==================== block 1
### The clock network, block 1

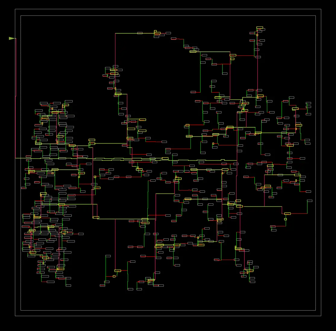

<file path="src/rtl/sa_pkg.sv">
`default_nettype none
// ============================================================================
//  Module   : sa_pkg
//  Brief    : Shared FSM state encoding, op_mode codes and latency helper for
//             the systolic-array matrix-multiply engine.
//  Revision : 1.0 - initial release
// ============================================================================
package sa_pkg;

    // Engine state encoding
    localparam logic [1:0] S_LOAD    = 2'd0;
    localparam logic [1:0] S_READY   = 2'd1;
    localparam logic [1:0] S_COMPUTE = 2'd2;
    localparam logic [1:0] S_DRAIN   = 2'd3;

    typedef logic [1:0] sa_state_t;

    // op_mode codes; 2'b11 is reserved and behaves like overwrite
    localparam logic [1:0] OP_OVERWRITE  = 2'b00;
    localparam logic [1:0] OP_ACCUMULATE = 2'b01;
    localparam logic [1:0] OP_SUBTRACT   = 2'b10;

    // Cycles for the last skewed operand pair to reach the far corner PE
    function automatic int sa_latency(input int x, input int n, input int y);
        return n + x + y - 2;
    endfunction

endpackage
`default_nettype wire

</file>
<file path="src/rtl/sa_pe.sv">
`default_nettype none
// ============================================================================
//  Module   : sa_pe
//  Brief    : Systolic processing element: registered A/B forwarding plus a
//             signed MAC. Define SA_SAT_EN for saturating accumulation,
//             otherwise the accumulator wraps modulo 2^OUT_LEN.
//  Revision : 1.0 - initial release
// ============================================================================
module sa_pe
    import sa_pkg::*;
#(
    parameter int IN_LEN  = 8,
    parameter int OUT_LEN = 20
) (
    input  logic                      clk,
    input  logic                      sys_rst,
    input  logic                      start,
    input  logic                      clr_acc,
    input  logic                      en,
    input  logic                      sub,
    input  logic signed [IN_LEN-1:0]  a_in,
    input  logic signed [IN_LEN-1:0]  b_in,
    output logic signed [IN_LEN-1:0]  a_out,
    output logic signed [IN_LEN-1:0]  b_out,
    output logic signed [OUT_LEN-1:0] acc
);

    localparam int c_PW = 2 * IN_LEN;
    localparam int c_W  = ((OUT_LEN > c_PW) ? OUT_LEN : c_PW) + 2;

    logic signed [IN_LEN-1:0]  r_a;
    logic signed [IN_LEN-1:0]  r_b;
    logic signed [OUT_LEN-1:0] r_acc;

    logic signed [c_PW-1:0]    w_prod;
    logic signed [c_W-1:0]     w_prod_x;
    logic signed [c_W-1:0]     w_acc_x;
    logic signed [c_W-1:0]     w_sum;
    logic signed [OUT_LEN-1:0] w_next;

    // Guard bits make the wide sum exact, so overflow is judged once per update
    assign w_prod   = a_in * b_in;
    assign w_prod_x = {{(c_W - c_PW){w_prod[c_PW-1]}}, w_prod};
    assign w_acc_x  = {{(c_W - OUT_LEN){r_acc[OUT_LEN-1]}}, r_acc};
    assign w_sum    = sub ? (w_acc_x - w_prod_x) : (w_acc_x + w_prod_x);

`ifdef SA_SAT_EN
    logic [c_W-OUT_LEN:0] w_hi;
    logic                 w_fits;
    assign w_hi   = w_sum[c_W-1:OUT_LEN-1];
    assign w_fits = (&w_hi) || (~|w_hi);
    assign w_next = w_fits ? w_sum[OUT_LEN-1:0]
                  : (w_sum[c_W-1] ? {1'b1, {(OUT_LEN-1){1'b0}}}
                                  : {1'b0, {(OUT_LEN-1){1'b1}}});
`else
    logic w_unused_hi;
    assign w_next      = w_sum[OUT_LEN-1:0];
    assign w_unused_hi = ^w_sum[c_W-1:OUT_LEN];
`endif

    // Forwarding registers are flushed on start so stale operands never mix in
    always_ff @(posedge clk) begin
        if (sys_rst) begin
            r_a   <= '0;
            r_b   <= '0;
            r_acc <= '0;
        end else if (start) begin
            r_a <= '0;
            r_b <= '0;
            if (clr_acc) r_acc <= '0;
        end else if (en) begin
            r_a   <= a_in;
            r_b   <= b_in;
            r_acc <= w_next;
        end
    end

    assign a_out = r_a;
    assign b_out = r_b;
    assign acc   = r_acc;

endmodule
`default_nettype wire

</file>
<file path="src/rtl/sa_matmul_engine.sv">
`default_nettype none
// ============================================================================
//  Module   : sa_matmul_engine
//  Brief    : X-by-Y output-stationary systolic array computing C = A*B from
//             streamed A (row-major) and B (column-major); streams C out.
//             Macro SA_SAT_EN selects saturating accumulation.
//  Revision : 1.0 - initial release
// ============================================================================
module sa_matmul_engine
    import sa_pkg::*;
#(
    parameter int X       = 3,
    parameter int N       = 3,
    parameter int Y       = 3,
    parameter int IN_LEN  = 8,
    parameter int OUT_LEN = 20
) (
    input  logic               clk,
    input  logic               sys_rst,
    input  logic [1:0]         op_mode,
    input  logic               SA_start,
    input  logic               Xin_val,
    output logic               Xin_rdy,
    input  logic [IN_LEN-1:0]  Xin_data,
    input  logic               Yin_val,
    output logic               Yin_rdy,
    input  logic [IN_LEN-1:0]  Yin_data,
    output logic               out_val,
    input  logic               out_rdy,
    output logic [OUT_LEN-1:0] out_data,
    output logic               busy,
    output logic               done
);

    localparam int c_ALEN = X * N;
    localparam int c_BLEN = N * Y;
    localparam int c_CLEN = X * Y;
    localparam int c_LAT  = sa_latency(X, N, Y);
    localparam int c_AW   = $clog2(c_ALEN + 1);
    localparam int c_BW   = $clog2(c_BLEN + 1);
    localparam int c_CW   = $clog2(c_CLEN + 1);
    localparam int c_TW   = $clog2(c_LAT + 1);

    sa_state_t         r_state;
    logic [c_AW-1:0]   r_xcnt;
    logic [c_BW-1:0]   r_ycnt;
    logic [c_TW-1:0]   r_tcnt;
    logic [c_CW-1:0]   r_ocnt;
    logic              r_sub;
    logic [IN_LEN-1:0] r_abuf [c_ALEN];
    logic [IN_LEN-1:0] r_bbuf [c_BLEN];

    logic w_x_take, w_y_take, w_start, w_clr, w_mode_sub, w_x_full, w_y_full, w_last;

    assign w_x_full   = (r_xcnt == c_AW'(c_ALEN));
    assign w_y_full   = (r_ycnt == c_BW'(c_BLEN));
    assign Xin_rdy    = (r_state == S_LOAD) && !w_x_full;
    assign Yin_rdy    = (r_state == S_LOAD) && !w_y_full;
    assign w_x_take   = Xin_val && Xin_rdy;
    assign w_y_take   = Yin_val && Yin_rdy;
    assign w_start    = (r_state == S_READY) && SA_start;
    assign w_mode_sub = (op_mode == OP_SUBTRACT);
    assign w_clr      = !((op_mode == OP_ACCUMULATE) || (op_mode == OP_SUBTRACT));
    assign w_last     = (r_ocnt == c_CW'(c_CLEN - 1));

    assign out_val = (r_state == S_DRAIN);
    assign busy    = (r_state == S_COMPUTE) || (r_state == S_DRAIN);
    assign done    = out_val && out_rdy && w_last;

    always_ff @(posedge clk) begin
        if (sys_rst) begin
            r_state <= S_LOAD;
            r_xcnt  <= '0;
            r_ycnt  <= '0;
            r_tcnt  <= '0;
            r_ocnt  <= '0;
            r_sub   <= 1'b0;
        end else begin
            case (r_state)
                S_LOAD: begin
                    if (w_x_take) r_xcnt <= r_xcnt + 1'b1;
                    if (w_y_take) r_ycnt <= r_ycnt + 1'b1;
                    if (w_x_full && w_y_full) r_state <= S_READY;
                end
                S_READY: begin
                    if (SA_start) begin
                        r_sub   <= w_mode_sub;
                        r_tcnt  <= '0;
                        r_state <= S_COMPUTE;
                    end
                end
                S_COMPUTE: begin
                    if (r_tcnt == c_TW'(c_LAT - 1)) begin
                        r_ocnt  <= '0;
                        r_state <= S_DRAIN;
                    end else begin
                        r_tcnt <= r_tcnt + 1'b1;
                    end
                end
                default: begin
                    if (out_rdy) begin
                        if (w_last) begin
                            r_xcnt  <= '0;
                            r_ycnt  <= '0;
                            r_state <= S_LOAD;
                        end else begin
                            r_ocnt <= r_ocnt + 1'b1;
                        end
                    end
                end
            endcase
        end
    end

    always_ff @(posedge clk) begin
        for (int e = 0; e < c_ALEN; e++)
            if (w_x_take && (r_xcnt == c_AW'(e))) r_abuf[e] <= Xin_data;
        for (int e = 0; e < c_BLEN; e++)
            if (w_y_take && (r_ycnt == c_BW'(e))) r_bbuf[e] <= Yin_data;
    end

    // Row i / column j are delayed by i / j cycles so A[i][k] meets B[k][j] at PE(i,j)
    logic signed [IN_LEN-1:0] w_a_inj [X];
    logic signed [IN_LEN-1:0] w_b_inj [Y];

    always_comb begin
        for (int i = 0; i < X; i++) begin
            w_a_inj[i] = '0;
            for (int k = 0; k < N; k++)
                if ((r_state == S_COMPUTE) && (int'(r_tcnt) == i + k))
                    w_a_inj[i] = r_abuf[i*N + k];
        end
        for (int j = 0; j < Y; j++) begin
            w_b_inj[j] = '0;
            for (int k = 0; k < N; k++)
                if ((r_state == S_COMPUTE) && (int'(r_tcnt) == j + k))
                    w_b_inj[j] = r_bbuf[j*N + k];
        end
    end

    logic signed [IN_LEN-1:0]  w_a   [X][Y+1];
    logic signed [IN_LEN-1:0]  w_b   [X+1][Y];
    logic signed [OUT_LEN-1:0] w_acc [c_CLEN];
    logic [X-1:0]              w_unused_a;
    logic [Y-1:0]              w_unused_b;

    for (genvar i = 0; i < X; i++) begin : g_row
        assign w_a[i][0]     = w_a_inj[i];
        assign w_unused_a[i] = ^w_a[i][Y];
        for (genvar j = 0; j < Y; j++) begin : g_col
            sa_pe #(
                .IN_LEN  (IN_LEN),
                .OUT_LEN (OUT_LEN)
            ) u_pe (
                .clk     (clk),
                .sys_rst (sys_rst),
                .start   (w_start),
                .clr_acc (w_clr),
                .en      (r_state == S_COMPUTE),
                .sub     (r_sub),
                .a_in    (w_a[i][j]),
                .b_in    (w_b[i][j]),
                .a_out   (w_a[i][j+1]),
                .b_out   (w_b[i+1][j]),
                .acc     (w_acc[i*Y + j])
            );
        end
    end

    for (genvar j = 0; j < Y; j++) begin : g_top
        assign w_b[0][j]     = w_b_inj[j];
        assign w_unused_b[j] = ^w_b[X][j];
    end

    always_comb begin
        out_data = '0;
        if (r_state == S_DRAIN)
            for (int c = 0; c < c_CLEN; c++)
                if (r_ocnt == c_CW'(c)) out_data = w_acc[c];
    end

endmodule
`default_nettype wire

</file>
<file path="config.mk">
export PLATFORM = sky130hd
export DESIGN_NAME = sa_matmul_engine
export DESIGN_NICKNAME = d
export VERILOG_FILES = /design/src/rtl/sa_pkg.sv /design/src/rtl/sa_pe.sv /design/src/rtl/sa_matmul_engine.sv
export SDC_FILE = /design/constraint.sdc
export NUM_CORES = 2
export LEC_CHECK = 0
export CORE_AREA = 8 8 443 445
export DETAILED_ROUTE_END_ITERATION = 7
export DIE_AREA = 0 0 451 453
export PLACE_DENSITY_LB_ADDON = 0.08
export SYNTH_ARGS = -nofsm -noshare
export SYNTH_HDL_FRONTEND = slang
export SYNTH_SLANG_ARGS = --single-unit
</file>
<file path="constraint.sdc">
create_clock -name clk -period 21.3 [get_ports clk]
set_clock_uncertainty 0.05 [all_clocks]
set_input_delay 6.39 -clock clk [delete_from_list [all_inputs] [get_ports clk]]
set_output_delay 6.39 -clock clk [all_outputs]
set_load 0.005 [all_outputs]
</file>
==================== block 2
===== src/rtl/m_phy_pkg.sv =====
// Shared encodings for the M-PHY TX burst controller: line levels, SM state codes,
// controller state and mode-change sub-phases.
package m_phy_pkg;

    localparam logic [1:0] DIF_N = 2'd0;
    localparam logic [1:0] DIF_P = 2'd1;
    localparam logic [1:0] DIF_Q = 2'd2;
    localparam logic [1:0] DIF_Z = 2'd3;

    localparam logic [1:0] PS_OTHER = 2'b00;
    localparam logic [1:0] PS_PWM   = 2'b01;
    localparam logic [1:0] PS_CFG   = 2'b10;
    localparam logic [1:0] PS_HS    = 2'b11;

    typedef enum logic [3:0] {
        StHib,
        StActivate,
        StIdle,
        StCfgExit,
        StCfgEnter,
        StPrepare,
        StConfirm,
        StBurst,
        StExit,
        StPark,
        StHibEnter,
        StError
    } ctrl_state_e;

    // CFG_EXIT walks Prep->Wait->Strobe; CFG_ENTER walks Wait->Strobe->Settle.
    typedef enum logic [1:0] {
        PhPrep,
        PhWait,
        PhStrobe,
        PhSettle
    } cfg_phase_e;

    function automatic logic [1:0] burst_code(input logic hs);
        return hs ? PS_HS : PS_PWM;
    endfunction

endpackage


===== src/rtl/m_phy_wait_timer.sv =====
// Shared cycle counter: cleared on each state/phase entry, flags terminal count and
// wait timeout.
module m_phy_wait_timer #(
    parameter int unsigned Timeout = 64
) (
    input  logic        clk_i,
    input  logic        rst_ni,
    input  logic        clr_i,
    input  logic        en_i,
    input  logic [31:0] term_i,
    output logic        tc_o,
    output logic        timeout_o
);

    logic [31:0] cnt_q, cnt_d;

    always_comb begin
        cnt_d = cnt_q;
        if (clr_i) begin
            cnt_d = '0;
        end else if (en_i) begin
            cnt_d = cnt_q + 32'd1;
        end
    end

    always_ff @(posedge clk_i or negedge rst_ni) begin
        if (!rst_ni) begin
            cnt_q <= '0;
        end else begin
            cnt_q <= cnt_d;
        end
    end

    assign tc_o      = (cnt_q == term_i);
    assign timeout_o = (cnt_q >= 32'(Timeout - 1));

endmodule


===== src/rtl/m_phy_tx_burst_ctrl.sv =====
// Burst scheduler in front of the M-PHY TX state machine: activates from HIBERN8,
// runs PWM/HS bursts (switching side through LINE_CFG when needed) and re-enters HIBERN8.
module m_phy_tx_burst_ctrl
    import m_phy_pkg::*;
#(
    parameter int unsigned T_ACTIVE      = 16,
    parameter int unsigned T_HS_PREPARE  = 16,
    parameter int unsigned T_PWM_PREPARE = 16,
    parameter int unsigned LEN_W         = 8,
    parameter int unsigned WAIT_TIMEOUT  = 64
) (
    input  logic             clk_i,
    input  logic             rst_ni,
    input  logic             start_i,
    input  logic             req_valid_i,
    output logic             req_ready_o,
    input  logic             req_hs_i,
    input  logic [LEN_W-1:0] req_len_i,
    input  logic             hib_req_i,
    input  logic             err_clr_i,
    input  logic [1:0]       phy_state_i,
    output logic [1:0]       line_state_o,
    output logic             rct_o,
    output logic             pwm_2_sleep_o,
    output logic             pwm_2_line_cfg_o,
    output logic             line_cfg_2_sleep_o,
    output logic             line_cfg_2_stall_o,
    output logic             hs_2_stall_o,
    output logic             hs_2_line_cfg_o,
    output logic             data_en_o,
    output logic             side_stall_o,
    output logic             busy_o,
    output logic             error_o
);

    ctrl_state_e      state_q, state_d;
    cfg_phase_e       phase_q, phase_d;
    logic             mode_hs_q, mode_hs_d;
    logic [LEN_W-1:0] len_q, len_d;
    logic             side_q, side_d;

    logic        tmr_clr, tmr_tc, tmr_to;
    logic [31:0] tmr_term;

    logic [1:0] line;
    logic       data_en;

    function automatic logic [31:0] prep_term(input logic hs);
        return hs ? 32'(T_HS_PREPARE - 1) : 32'(T_PWM_PREPARE - 1);
    endfunction

    m_phy_wait_timer #(
        .Timeout (WAIT_TIMEOUT)
    ) u_timer (
        .clk_i     (clk_i),
        .rst_ni    (rst_ni),
        .clr_i     (tmr_clr),
        .en_i      (1'b1),
        .term_i    (tmr_term),
        .tc_o      (tmr_tc),
        .timeout_o (tmr_to)
    );

    always_comb begin
        state_d   = state_q;
        phase_d   = phase_q;
        mode_hs_d = mode_hs_q;
        len_d     = len_q;
        side_d    = side_q;
        tmr_term  = '0;

        unique case (state_q)
            StHib: begin
                if (start_i) state_d = StActivate;
            end
            StActivate: begin
                tmr_term = 32'(T_ACTIVE + 1);
                if (tmr_tc) begin
                    state_d = StIdle;
                    side_d  = 1'b1;
                end
            end
            StIdle: begin
                if (hib_req_i) begin
                    state_d = StHibEnter;
                end else if (req_valid_i) begin
                    mode_hs_d = req_hs_i;
                    len_d     = req_len_i;
                    if (req_hs_i == side_q) begin
                        state_d = StPrepare;
                    end else begin
                        state_d = StCfgExit;
                        phase_d = PhPrep;
                    end
                end
            end
            // Leave the parked side through a burst of that side, then hand over to LINE_CFG.
            StCfgExit: begin
                unique case (phase_q)
                    PhPrep: begin
                        tmr_term = prep_term(side_q);
                        if (tmr_tc) phase_d = PhWait;
                    end
                    PhWait: begin
                        if (phy_state_i == burst_code(side_q)) phase_d = PhStrobe;
                        else if (tmr_to) state_d = StError;
                    end
                    default: begin
                        state_d = StCfgEnter;
                        phase_d = PhWait;
                    end
                endcase
            end
            StCfgEnter: begin
                unique case (phase_q)
                    PhWait: begin
                        if (phy_state_i == PS_CFG) phase_d = PhStrobe;
                        else if (tmr_to) state_d = StError;
                    end
                    PhStrobe: begin
                        phase_d = PhSettle;
                    end
                    default: begin
                        if (phy_state_i == PS_OTHER) begin
                            side_d  = mode_hs_q;
                            state_d = StPrepare;
                        end else if (tmr_to) begin
                            state_d = StError;
                        end
                    end
                endcase
            end
            StPrepare: begin
                tmr_term = prep_term(mode_hs_q);
                if (tmr_tc) state_d = StConfirm;
            end
            StConfirm: begin
                if (phy_state_i == burst_code(mode_hs_q)) state_d = StBurst;
                else if (tmr_to) state_d = StError;
            end
            StBurst: begin
                tmr_term = 32'(len_q);
                if (tmr_tc) state_d = StExit;
            end
            StExit: begin
                state_d = StPark;
            end
            StPark: begin
                if (phy_state_i == PS_OTHER) state_d = StIdle;
                else if (tmr_to) state_d = StError;
            end
            StHibEnter: begin
                state_d = StHib;
            end
            StError: begin
                if (err_clr_i) state_d = StHib;
            end
            default: begin
                state_d = StHib;
            end
        endcase

        tmr_clr = (state_d != state_q) || (phase_d != phase_q);
    end

    always_ff @(posedge clk_i or negedge rst_ni) begin
        if (!rst_ni) begin
            state_q   <= StHib;
            phase_q   <= PhPrep;
            mode_hs_q <= 1'b0;
            len_q     <= '0;
            side_q    <= 1'b1;
        end else begin
            state_q   <= state_d;
            phase_q   <= phase_d;
            mode_hs_q <= mode_hs_d;
            len_q     <= len_d;
            side_q    <= side_d;
        end
    end

    always_comb begin
        line               = DIF_N;
        data_en            = 1'b0;
        req_ready_o        = 1'b0;
        error_o            = 1'b0;
        rct_o              = 1'b0;
        pwm_2_sleep_o      = 1'b0;
        pwm_2_line_cfg_o   = 1'b0;
        line_cfg_2_sleep_o = 1'b0;
        line_cfg_2_stall_o = 1'b0;
        hs_2_stall_o       = 1'b0;
        hs_2_line_cfg_o    = 1'b0;

        unique case (state_q)
            StHib: line = DIF_Z;
            StIdle: req_ready_o = 1'b1;
            StCfgExit: begin
                line = DIF_P;
                if (phase_q == PhStrobe) begin
                    hs_2_line_cfg_o  = side_q;
                    pwm_2_line_cfg_o = !side_q;
                end
            end
            StCfgEnter: begin
                line = (phase_q == PhSettle) ? DIF_N : DIF_P;
                if (phase_q == PhStrobe) begin
                    line_cfg_2_stall_o = mode_hs_q;
                    line_cfg_2_sleep_o = !mode_hs_q;
                end
            end
            StPrepare, StConfirm: line = DIF_P;
            StBurst: begin
                line    = DIF_P;
                data_en = 1'b1;
            end
            StExit: begin
                hs_2_stall_o  = mode_hs_q;
                pwm_2_sleep_o = !mode_hs_q;
            end
            StHibEnter: rct_o = 1'b1;
            StError: error_o = 1'b1;
            default: line = DIF_N;
        endcase
    end

    // Reset gates the lane directly so the datapath releases without waiting on state.
    assign line_state_o = rst_ni ? line : DIF_Z;
    assign data_en_o    = rst_ni & data_en;
    assign side_stall_o = side_q;
    assign busy_o       = (state_q != StIdle);

endmodule

===== config.mk =====
export PLATFORM = sky130hd
export DESIGN_NAME = m_phy_tx_burst_ctrl
export DESIGN_NICKNAME = d
export VERILOG_FILES = /design/src/rtl/m_phy_pkg.sv /design/src/rtl/m_phy_wait_timer.sv /design/src/rtl/m_phy_tx_burst_ctrl.sv
export SDC_FILE = /design/constraint.sdc
export NUM_CORES = 1
export LEC_CHECK = 0
export ABC_AREA = 1
export CORE_ASPECT_RATIO = 0.75
export CORE_MARGIN = 2
export CORE_UTILIZATION = 45
export CTS_CLUSTER_DIAMETER = 30
export DETAILED_ROUTE_END_ITERATION = 6
export PLACE_DENSITY = 0.67
export SETUP_SLACK_MARGIN = 0.1
export SLEW_MARGIN = 20
export SYNTH_ARGS = -nofsm -noshare
export SYNTH_HDL_FRONTEND = slang
export SYNTH_SLANG_ARGS = --single-unit

===== constraint.sdc =====
create_clock -name clk_i -period 2.75 [get_ports clk_i]
set_input_delay 0.275 -clock clk_i [delete_from_list [all_inputs] [get_ports clk_i]]
set_output_delay 0.275 -clock clk_i [all_outputs]
set_load 0.1 [all_outputs]

==================== block 3
--- config.mk ---
export PLATFORM = sky130hd
export DESIGN_NAME = mem_arbiter_flat
export DESIGN_NICKNAME = d
export VERILOG_FILES = /design/src/rtl/mem_arbiter_pkg.sv /design/src/rtl/mem_arbiter_if.sv /design/src/rtl/mem_arbiter_rr.sv /design/src/rtl/mem_arbiter.sv /design/src/flat_wrapper.sv
export SDC_FILE = /design/constraint.sdc
export NUM_CORES = 1
export LEC_CHECK = 0
export ABC_CLOCK_PERIOD_IN_PS = 6100
export CAP_MARGIN = 0
export CORE_MARGIN = 2
export CORE_UTILIZATION = 43
export DETAILED_ROUTE_END_ITERATION = 12
export PLACE_DENSITY = 0.87
export SLEW_MARGIN = 20
export SYNTH_ARGS = -nofsm -noshare
export SYNTH_HDL_FRONTEND = slang
export SYNTH_SLANG_ARGS = --single-unit
--- constraint.sdc ---
create_clock -name clk -period 6.1 [get_ports clk]
set_clock_uncertainty 0.1 [all_clocks]
set_input_delay 0.915 -clock clk [delete_from_list [all_inputs] [get_ports clk]]
set_output_delay 0.915 -clock clk [all_outputs]
set_load 0.02 [all_outputs]
--- src/rtl/mem_arbiter_pkg.sv ---
// Shared types and defaults for the two-port BRAM arbiter slice.
package mem_arb_pkg;

    localparam int ADDR_WIDTH_DEF = 32;
    localparam int MEM_DEPTH_DEF  = 2250;

    typedef enum logic [1:0] {
        ST_IDLE   = 2'd0,
        ST_ACCESS = 2'd1,
        ST_DONE   = 2'd2
    } state_e;

    typedef enum logic {
        GNT_IF = 1'b0,
        GNT_D  = 1'b1
    } grant_e;

endpackage

--- src/rtl/mem_arbiter_if.sv ---
// Bundle of fetch, load/store and BRAM signals around the arbiter.
interface mem_arbiter_if import mem_arb_pkg::*; #(
    parameter int ADDR_WIDTH = ADDR_WIDTH_DEF
);
    logic                  if_req;
    logic [ADDR_WIDTH-1:0] if_addr;
    logic                  if_ack;
    logic [ADDR_WIDTH-1:0] if_rdata;
    logic                  if_err;

    logic                  d_req;
    logic                  d_write;
    logic [ADDR_WIDTH-1:0] d_addr;
    logic [ADDR_WIDTH-1:0] d_wdata;
    logic                  d_ack;
    logic [ADDR_WIDTH-1:0] d_rdata;
    logic                  d_err;

    logic [ADDR_WIDTH-1:0] mem_addr;
    logic                  mem_write;
    logic [ADDR_WIDTH-1:0] mem_wdata;
    logic [ADDR_WIDTH-1:0] mem_rdata;
    logic                  busy;

    // Requesters and BRAM side.
    modport master (
        output if_req, if_addr, d_req, d_write, d_addr, d_wdata, mem_rdata,
        input  if_ack, if_rdata, if_err, d_ack, d_rdata, d_err,
        input  mem_addr, mem_write, mem_wdata, busy
    );

    // Arbiter side.
    modport slave (
        input  if_req, if_addr, d_req, d_write, d_addr, d_wdata, mem_rdata,
        output if_ack, if_rdata, if_err, d_ack, d_rdata, d_err,
        output mem_addr, mem_write, mem_wdata, busy
    );
endinterface

--- src/rtl/mem_arbiter_rr.sv ---
// Combinational two-way round-robin picker; the caller owns last_grant.
module rr_arbiter2 import mem_arb_pkg::*; (
    input  logic [1:0] req,
    input  grant_e     last_grant,
    output grant_e     grant,
    output logic       valid
);

    // Single requester wins outright; on contention the port not served last wins.
    always_comb begin
        valid = |req;
        grant = GNT_IF;
        case (req)
            2'b01:   grant = GNT_IF;
            2'b10:   grant = GNT_D;
            2'b11:   grant = (last_grant == GNT_IF) ? GNT_D : GNT_IF;
            default: grant = GNT_IF;
        endcase
    end

endmodule

--- src/rtl/mem_arbiter.sv ---
// Round-robin arbiter and one-cycle access sequencer between fetch,
// load/store and a single negedge-sampling BRAM port.
module mem_arbiter import mem_arb_pkg::*; #(
    parameter int ADDR_WIDTH = ADDR_WIDTH_DEF,
    parameter int MEM_DEPTH  = MEM_DEPTH_DEF
) (
    input logic          clk,
    input logic          rst,
    mem_arbiter_if.slave bus
);

    localparam int ADDR_EXT = ADDR_WIDTH + 1;

    state_e                state_r;
    grant_e                last_grant_r;
    grant_e                cur_grant_r;
    logic                  err_pend_r;
    logic [ADDR_WIDTH-1:0] mem_addr_r;
    logic                  mem_write_r;
    logic [ADDR_WIDTH-1:0] mem_wdata_r;
    logic                  busy_r;
    logic                  if_ack_r;
    logic [ADDR_WIDTH-1:0] if_rdata_r;
    logic                  if_err_r;
    logic                  d_ack_r;
    logic [ADDR_WIDTH-1:0] d_rdata_r;
    logic                  d_err_r;

    logic [1:0]            req_s;
    grant_e                pick_s;
    logic                  pick_valid_s;
    logic [ADDR_WIDTH-1:0] sel_addr_s;
    logic                  sel_write_s;
    logic [ADDR_WIDTH-1:0] sel_wdata_s;
    logic [ADDR_WIDTH:0]   sel_end_s;
    logic                  in_range_s;
    logic [ADDR_WIDTH-1:0] rd_word_s;

    // Requests eligible for a grant; in DONE the port just acked sits out one cycle.
    always_comb begin
        req_s = 2'b00;
        case (state_r)
            ST_IDLE: req_s = {bus.d_req, bus.if_req};
            ST_DONE: begin
                if (cur_grant_r == GNT_IF) begin
                    req_s = {bus.d_req, 1'b0};
                end else begin
                    req_s = {1'b0, bus.if_req};
                end
            end
            default: req_s = 2'b00;
        endcase
    end

    rr_arbiter2 u_rr (
        .req        (req_s),
        .last_grant (last_grant_r),
        .grant      (pick_s),
        .valid      (pick_valid_s)
    );

    // Winner's request fields; fetch is always a read with no write data.
    always_comb begin
        sel_addr_s  = bus.if_addr;
        sel_write_s = 1'b0;
        sel_wdata_s = {ADDR_WIDTH{1'b0}};
        case (pick_s)
            GNT_D: begin
                sel_addr_s  = bus.d_addr;
                sel_write_s = bus.d_write;
                sel_wdata_s = bus.d_wdata;
            end
            default: begin
                sel_addr_s  = bus.if_addr;
                sel_write_s = 1'b0;
                sel_wdata_s = {ADDR_WIDTH{1'b0}};
            end
        endcase
    end

    // Extra top bit keeps addresses near the top of the space from wrapping into range.
    assign sel_end_s  = {1'b0, sel_addr_s} + ADDR_EXT'(3);
    assign in_range_s = (sel_end_s < ADDR_EXT'(MEM_DEPTH));

    // Stores and rejected accesses return a zero word.
    always_comb begin
        if (mem_write_r || err_pend_r) begin
            rd_word_s = {ADDR_WIDTH{1'b0}};
        end else begin
            rd_word_s = bus.mem_rdata;
        end
    end

    // Sequencer: grant -> one BRAM cycle -> ack, with back-to-back grant from DONE.
    always_ff @(posedge clk) begin
        if (rst) begin
            state_r      <= ST_IDLE;
            last_grant_r <= GNT_D;
            cur_grant_r  <= GNT_IF;
            err_pend_r   <= 1'b0;
            mem_addr_r   <= {ADDR_WIDTH{1'b0}};
            mem_write_r  <= 1'b0;
            mem_wdata_r  <= {ADDR_WIDTH{1'b0}};
            busy_r       <= 1'b0;
            if_ack_r     <= 1'b0;
            if_rdata_r   <= {ADDR_WIDTH{1'b0}};
            if_err_r     <= 1'b0;
            d_ack_r      <= 1'b0;
            d_rdata_r    <= {ADDR_WIDTH{1'b0}};
            d_err_r      <= 1'b0;
        end else begin
            if_ack_r <= 1'b0;
            d_ack_r  <= 1'b0;
            case (state_r)
                ST_IDLE, ST_DONE: begin
                    if (pick_valid_s) begin
                        state_r     <= ST_ACCESS;
                        busy_r      <= 1'b1;
                        cur_grant_r <= pick_s;
                        err_pend_r  <= ~in_range_s;
                        mem_addr_r  <= in_range_s ? sel_addr_s : {ADDR_WIDTH{1'b0}};
                        mem_write_r <= in_range_s & sel_write_s;
                        mem_wdata_r <= sel_wdata_s;
                        if (pick_s == GNT_IF) begin
                            if_err_r <= 1'b0;
                        end else begin
                            d_err_r  <= 1'b0;
                        end
                    end else begin
                        state_r <= ST_IDLE;
                        busy_r  <= 1'b0;
                    end
                end
                ST_ACCESS: begin
                    state_r      <= ST_DONE;
                    busy_r       <= 1'b0;
                    mem_write_r  <= 1'b0;
                    last_grant_r <= cur_grant_r;
                    if (cur_grant_r == GNT_IF) begin
                        if_ack_r   <= 1'b1;
                        if_rdata_r <= rd_word_s;
                        if_err_r   <= err_pend_r;
                    end else begin
                        d_ack_r    <= 1'b1;
                        d_rdata_r  <= rd_word_s;
                        d_err_r    <= err_pend_r;
                    end
                end
                default: begin
                    state_r     <= ST_IDLE;
                    busy_r      <= 1'b0;
                    mem_write_r <= 1'b0;
                end
            endcase
        end
    end

    assign bus.mem_addr  = mem_addr_r;
    assign bus.mem_write = mem_write_r;
    assign bus.mem_wdata = mem_wdata_r;
    assign bus.busy      = busy_r;
    assign bus.if_ack    = if_ack_r;
    assign bus.if_rdata  = if_rdata_r;
    assign bus.if_err    = if_err_r;
    assign bus.d_ack     = d_ack_r;
    assign bus.d_rdata   = d_rdata_r;
    assign bus.d_err     = d_err_r;

endmodule

--- src/flat_wrapper.sv ---
// flat-port wrapper written by rule: the top's interface ports become plain ports
module mem_arbiter_flat import mem_arb_pkg::*;
#(
    parameter int ADDR_WIDTH = ADDR_WIDTH_DEF,
    parameter int MEM_DEPTH  = MEM_DEPTH_DEF
)
  (clk, rst, bus_if_req, bus_if_addr, bus_d_req, bus_d_write, bus_d_addr, bus_d_wdata, bus_mem_rdata, bus_if_ack, bus_if_rdata, bus_if_err, bus_d_ack, bus_d_rdata, bus_d_err, bus_mem_addr, bus_mem_write, bus_mem_wdata, bus_busy);
  mem_arbiter_if #(.ADDR_WIDTH(ADDR_WIDTH)) bus_i ();
  input logic clk;
  input logic rst;
  input wire logic [$bits(bus_i.if_req)-1:0] bus_if_req;
  input wire logic [$bits(bus_i.if_addr)-1:0] bus_if_addr;
  input wire logic [$bits(bus_i.d_req)-1:0] bus_d_req;
  input wire logic [$bits(bus_i.d_write)-1:0] bus_d_write;
  input wire logic [$bits(bus_i.d_addr)-1:0] bus_d_addr;
  input wire logic [$bits(bus_i.d_wdata)-1:0] bus_d_wdata;
  input wire logic [$bits(bus_i.mem_rdata)-1:0] bus_mem_rdata;
  output wire logic [$bits(bus_i.if_ack)-1:0] bus_if_ack;
  output wire logic [$bits(bus_i.if_rdata)-1:0] bus_if_rdata;
  output wire logic [$bits(bus_i.if_err)-1:0] bus_if_err;
  output wire logic [$bits(bus_i.d_ack)-1:0] bus_d_ack;
  output wire logic [$bits(bus_i.d_rdata)-1:0] bus_d_rdata;
  output wire logic [$bits(bus_i.d_err)-1:0] bus_d_err;
  output wire logic [$bits(bus_i.mem_addr)-1:0] bus_mem_addr;
  output wire logic [$bits(bus_i.mem_write)-1:0] bus_mem_write;
  output wire logic [$bits(bus_i.mem_wdata)-1:0] bus_mem_wdata;
  output wire logic [$bits(bus_i.busy)-1:0] bus_busy;
  assign bus_i.if_req = bus_if_req;
  assign bus_i.if_addr = bus_if_addr;
  assign bus_i.d_req = bus_d_req;
  assign bus_i.d_write = bus_d_write;
  assign bus_i.d_addr = bus_d_addr;
  assign bus_i.d_wdata = bus_d_wdata;
  assign bus_i.mem_rdata = bus_mem_rdata;
  assign bus_if_ack = bus_i.if_ack;
  assign bus_if_rdata = bus_i.if_rdata;
  assign bus_if_err = bus_i.if_err;
  assign bus_d_ack = bus_i.d_ack;
  assign bus_d_rdata = bus_i.d_rdata;
  assign bus_d_err = bus_i.d_err;
  assign bus_mem_addr = bus_i.mem_addr;
  assign bus_mem_write = bus_i.mem_write;
  assign bus_mem_wdata = bus_i.mem_wdata;
  assign bus_busy = bus_i.busy;
  mem_arbiter #(.ADDR_WIDTH(ADDR_WIDTH), .MEM_DEPTH(MEM_DEPTH)) u_core (.clk(clk), .rst(rst), .bus(bus_i));
endmodule
### The clock network, block 2

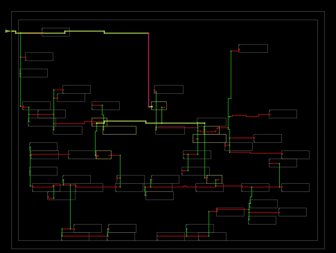
Flops: 48
# clk buffers: 5
clock sinks: 48
clk_skew: 15.1 ps
later-pin clock latency in the skew report: 300 ps

==> results.sh, block 2 <==
# implementation run metrics
export IMPL_timing_critical_path_to="u_timer.cnt_q[2]"
export IMPL_reg2reg_from="state_q[0]"
export IMPL_cp_common_cell="nand2_1"
export IMPL_rsz0062_at_grt="true"
export IMPL_seq_share=0.286
export IMPL_logic_gate_count=367
export IMPL_critPathMaxStageDelay_ps=510
export IMPL_ys_ff=48
export IMPL_yosysMostFrequentCell="nand2_1"
export IMPL_edf_count=0
export IMPL_cp_depth=15
export IMPL_postCtsHoldBufs=0
export IMPL_drtAntennaViolNets=0
export IMPL_grt_max_degree=35
export IMPL_setup_ws_ps=248
export IMPL_reg2reg_slack_ps=250
export IMPL_synthCells=481
export IMPL_ys_area_sq_mm=0.00337
export IMPL_root_buffer="clkbuf_8"
export IMPL_status="complete, no violations"
export IMPL_worst_slew_pin_slew_ps=428
export IMPL_fp_util=0.462
export IMPL_yosys_warnings=0
export IMPL_crit_fanout=16
export IMPL_cts_repair_resized=1
export IMPL_synthTopCellsByCount="nand2_1, nor2_1, inv_1"
export IMPL_area_leaders="dfrtp_1, nand2_1, nor2_1"
export IMPL_antenna_found_initial=0
export IMPL_die_h_microns=79.0
export IMPL_core_sq_mm=0.00730
export IMPL_finalSetupViolCount=0
export IMPL_powerComb_mw=2.17
export IMPL_cts_setup_buffers=0
export IMPL_die_area_sq_mm=0.00821
export IMPL_met1Wirelength_mm=4.59
export IMPL_path_class="register to register"
export IMPL_dp_hpwl_mm=6.64
export IMPL_fp_nets=503
export IMPL_final_util=0.580
export IMPL_num_vias=3296
export IMPL_power_per_cell_area_mw_per_mm2=884
export IMPL_placementRows=27
export IMPL_warnings=31
export IMPL_syn_area_sq_mm=0.00337
export IMPL_n_fill_cell=684
export IMPL_register_area_sq_mm=0.00121
export IMPL_buffer_area_frac=0.117
export IMPL_largest_class="multi-input combinational cells"
export IMPL_gr_usage_met2=0.313
export IMPL_path_buffers=1
export IMPL_finalCritPeriodShare=0.910
export IMPL_maxSlewViolCount=0
export IMPL_end_kind="register"
### Cell classes on the final placement, block 3

Scale bar: 50 microns.
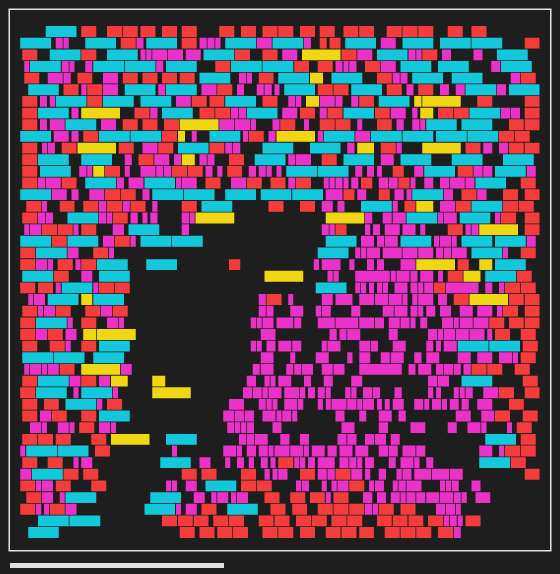
| class | color | cells | share of their area |
|---|---|---|---|
| flip-flops | cyan | 139 | 29% |
| all other logic | magenta | 557 | 36% |
| clock drivers and dummy loads | yellow | 32 | 5.9% |
| other buffers and delay cells | red | 277 | 29% |
sequential share of cell area: 0.286
Core Area: 0.0145 sq mm
row cnt: 44
Layout Utilization: 0.669
Final Cell Area: 0.00972 sq mm

==> results.sh, block 3 <==
# implementation run metrics
export IMPL_use_met1=0.325
export IMPL_stdcell_count=1189
export IMPL_comb_area_sq_mm=0.00337
export IMPL_synth_seq_share=0.434
export IMPL_path_cells="clkdlybuf4s50_1 -> nor2b_1 -> and3_2 -> mux2i_1 -> ha_1 -> nor4_1 -> xnor2_1 -> nand3_1 -> a2111o_1 -> or4_4 -> o21ai_0"
export IMPL_final_layout_top_logic_cells="clkdlybuf4s50_1, dfxtp_1, nand2_1, nor2_1, nand3_1"
export IMPL_wl_per_cell_microns=18.5
export IMPL_finalCritPeriodShare=0.787
export IMPL_p_leak_nw=3.41
export IMPL_fp_util=0.441
export IMPL_largest_class="multi-input combinational cells"
export IMPL_max_freq_mhz=208
export IMPL_wl_met3_mm=2.17
export IMPL_synth_adder_area_share=0.00195
export IMPL_rsz0062_at_grt="false"
export IMPL_num_nonclk_inverters=9
export IMPL_warnings=26
export IMPL_setup_ws_ps=1300
export IMPL_worstHoldEndpoint="u_core.bus.mem_addr[9]"
export IMPL_wl_met2_mm=10.6
export IMPL_vdd_drop_max_mv=0.193
export IMPL_cts_setup_buffers=0
export IMPL_p_sw_frac=0.292
export IMPL_cts_tree="built"
export IMPL_status="complete, no violations"
export IMPL_yosys_warnings=0
export IMPL_dp_hpwl_mm=15.4
export IMPL_nClkBuffers=17
export IMPL_n_all_buffers=277
export IMPL_mux_area_frac=0.0424
export IMPL_maxCapViolations=0
export IMPL_root_buffer="clkbuf_16"
export IMPL_critPathLaunch="bus_d_req"
export IMPL_reg2regPathDepth=10
export IMPL_nWellTaps=184
### Floorplan with the power grid, block 1

Pins as bars on the die edge. Tap cells in gray.
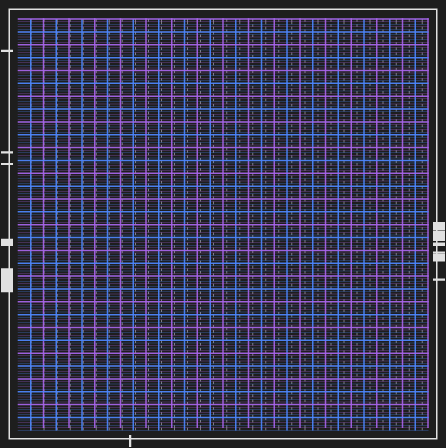
| net | color |
|---|---|
| VSS | blue |
| VDD | purple |
met1 rails: 161
signal pins: 49
met4 straps: 32
rows: 160
tap cells: 2511
die height: 453 microns
die width: 451 microns
VDD IR max: 0.0515 mV

### Cell classes on the final placement, block 1

Scale bar: 100 microns.
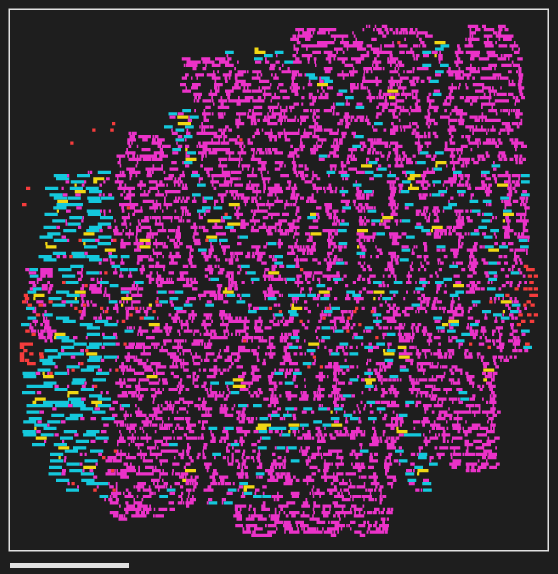
| class | color | cells | share of their area |
|---|---|---|---|
| other buffers and delay cells | red | 107 | 1.7% |
| clock drivers and dummy loads | yellow | 111 | 3.7% |
| flip-flops | cyan | 438 | 19% |
| all other logic | magenta | 5155 | 75% |
Core Area: 0.189 sq mm
sequential share of cell area: 0.182
Layout Utilization: 0.296
Final Cell Area: 0.0561 sq mm
row cnt: 160

About 'The clock network' of block 1:
later-pin clock latency in the skew report: 700 ps
Num CTS Buffers: 61
# clk buffers: 83
clock sinks: 438

==> results.sh, block 1 <==
# implementation run metrics
export IMPL_synth_adder_area_share=0.313
export IMPL_p_leak_nw=23.4
export IMPL_pwr_share_seq=0.445
export IMPL_n_fill_cell=20200
export IMPL_end_kind="primary output"
export IMPL_yosysMostFrequentCell="inv_1"
export IMPL_mux_area_frac=0.0221
export IMPL_min_delay_start="g_row[2].g_col[2].u_pe.acc[19]"
export IMPL_worst_ep_arrival_time_ps=7770
export IMPL_via_per_inst=4.70
export IMPL_dp_hpwl_mm=130
export IMPL_wl_per_cell_microns=19.8
export IMPL_finalSetupTns_ps=0
export IMPL_final_layout_top_logic_cells="inv_1, nor2_1, fa_1, ha_1, a21oi_1"
export IMPL_compound_area_frac=0.154
export IMPL_path_class="input port to primary output"
export IMPL_syn_area_sq_mm=0.0507
export IMPL_antenna_found_initial=13
export IMPL_pwr_share_clk=0.534
export IMPL_globalplace_congestion=0.799
export IMPL_root_buffer="clkbuf_16"
export IMPL_pin_count=49
export IMPL_p_sw_frac=0.242
export IMPL_nWellTaps=2511
export IMPL_track_usage=0.158
export IMPL_port_buffers=48
export IMPL_top_area_frac=0.199
export IMPL_register_area_sq_mm=0.0102
export IMPL_logic_gate_count=4349
export IMPL_logic_family="adder cells"
export IMPL_use_met1=0.226
export IMPL_clk_pin_slew_ps=60
export IMPL_place_ws_ps=7130
export IMPL_synthCells=5795
export IMPL_finalCriticalPeriod_ps=14210
export IMPL_max_freq_mhz=70.4
export IMPL_grt_use_met3=0.0133
export IMPL_wl_mm=164
export IMPL_rsz0062_at_grt="false"
export IMPL_n_all_buffers=107
export IMPL_lay_top_count="inv_1"
export IMPL_r2r_end="g_row[0].g_col[2].u_pe.acc[18]"
export IMPL_edf_count=144
export IMPL_top_usage_layer="met2"
export IMPL_drcViolationCount=0
export IMPL_largest_class="multi-input combinational cells"
export IMPL_min_path_type="register to register"
export IMPL_ys_types=103
export IMPL_critPathMaxStageDelay_ps=560
export IMPL_dpl_cell_area_sq_mm=0.0541
export IMPL_reg2regPathDepth=30
export IMPL_num_nonclk_inverters=806
export IMPL_largest_reg_flops=180
export IMPL_hold_viol_final=0
export IMPL_status="complete, no violations"
export IMPL_xor_share=0.0707
export IMPL_path_buffers=2
export IMPL_cp_common_cell="clkdlybuf4s50_1"
export IMPL_comb_area_sq_mm=0.0368
export IMPL_internal_power_mw=1.49
export IMPL_dr_pass1_iters=7
export IMPL_crit_fanout=4
export IMPL_synthTopCellsByCount="inv_1, nor2_1, fa_1"
export IMPL_path_cells="clkdlybuf4s50_1 -> and3_1 -> clkdlybuf4s50_1"


==> layout pictures side by side <==
Clock network drawn from the DEF.
panel A
Scale bar: 100 microns.
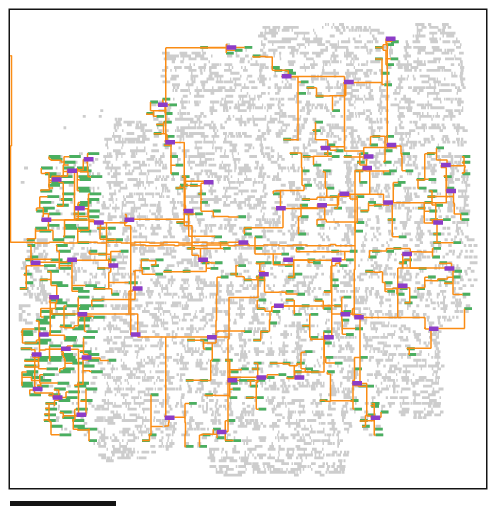
panel B
Scale bar: 50 microns.
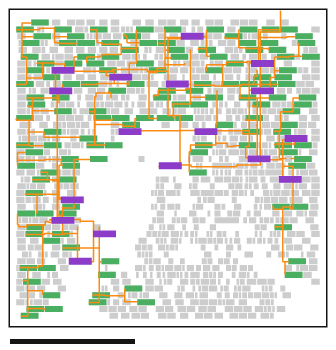
panel C
Scale bar: 20 microns.
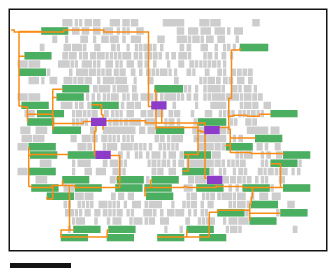
Block 1 is panel A.
Block 2 is panel C.
Block 3 is panel B.

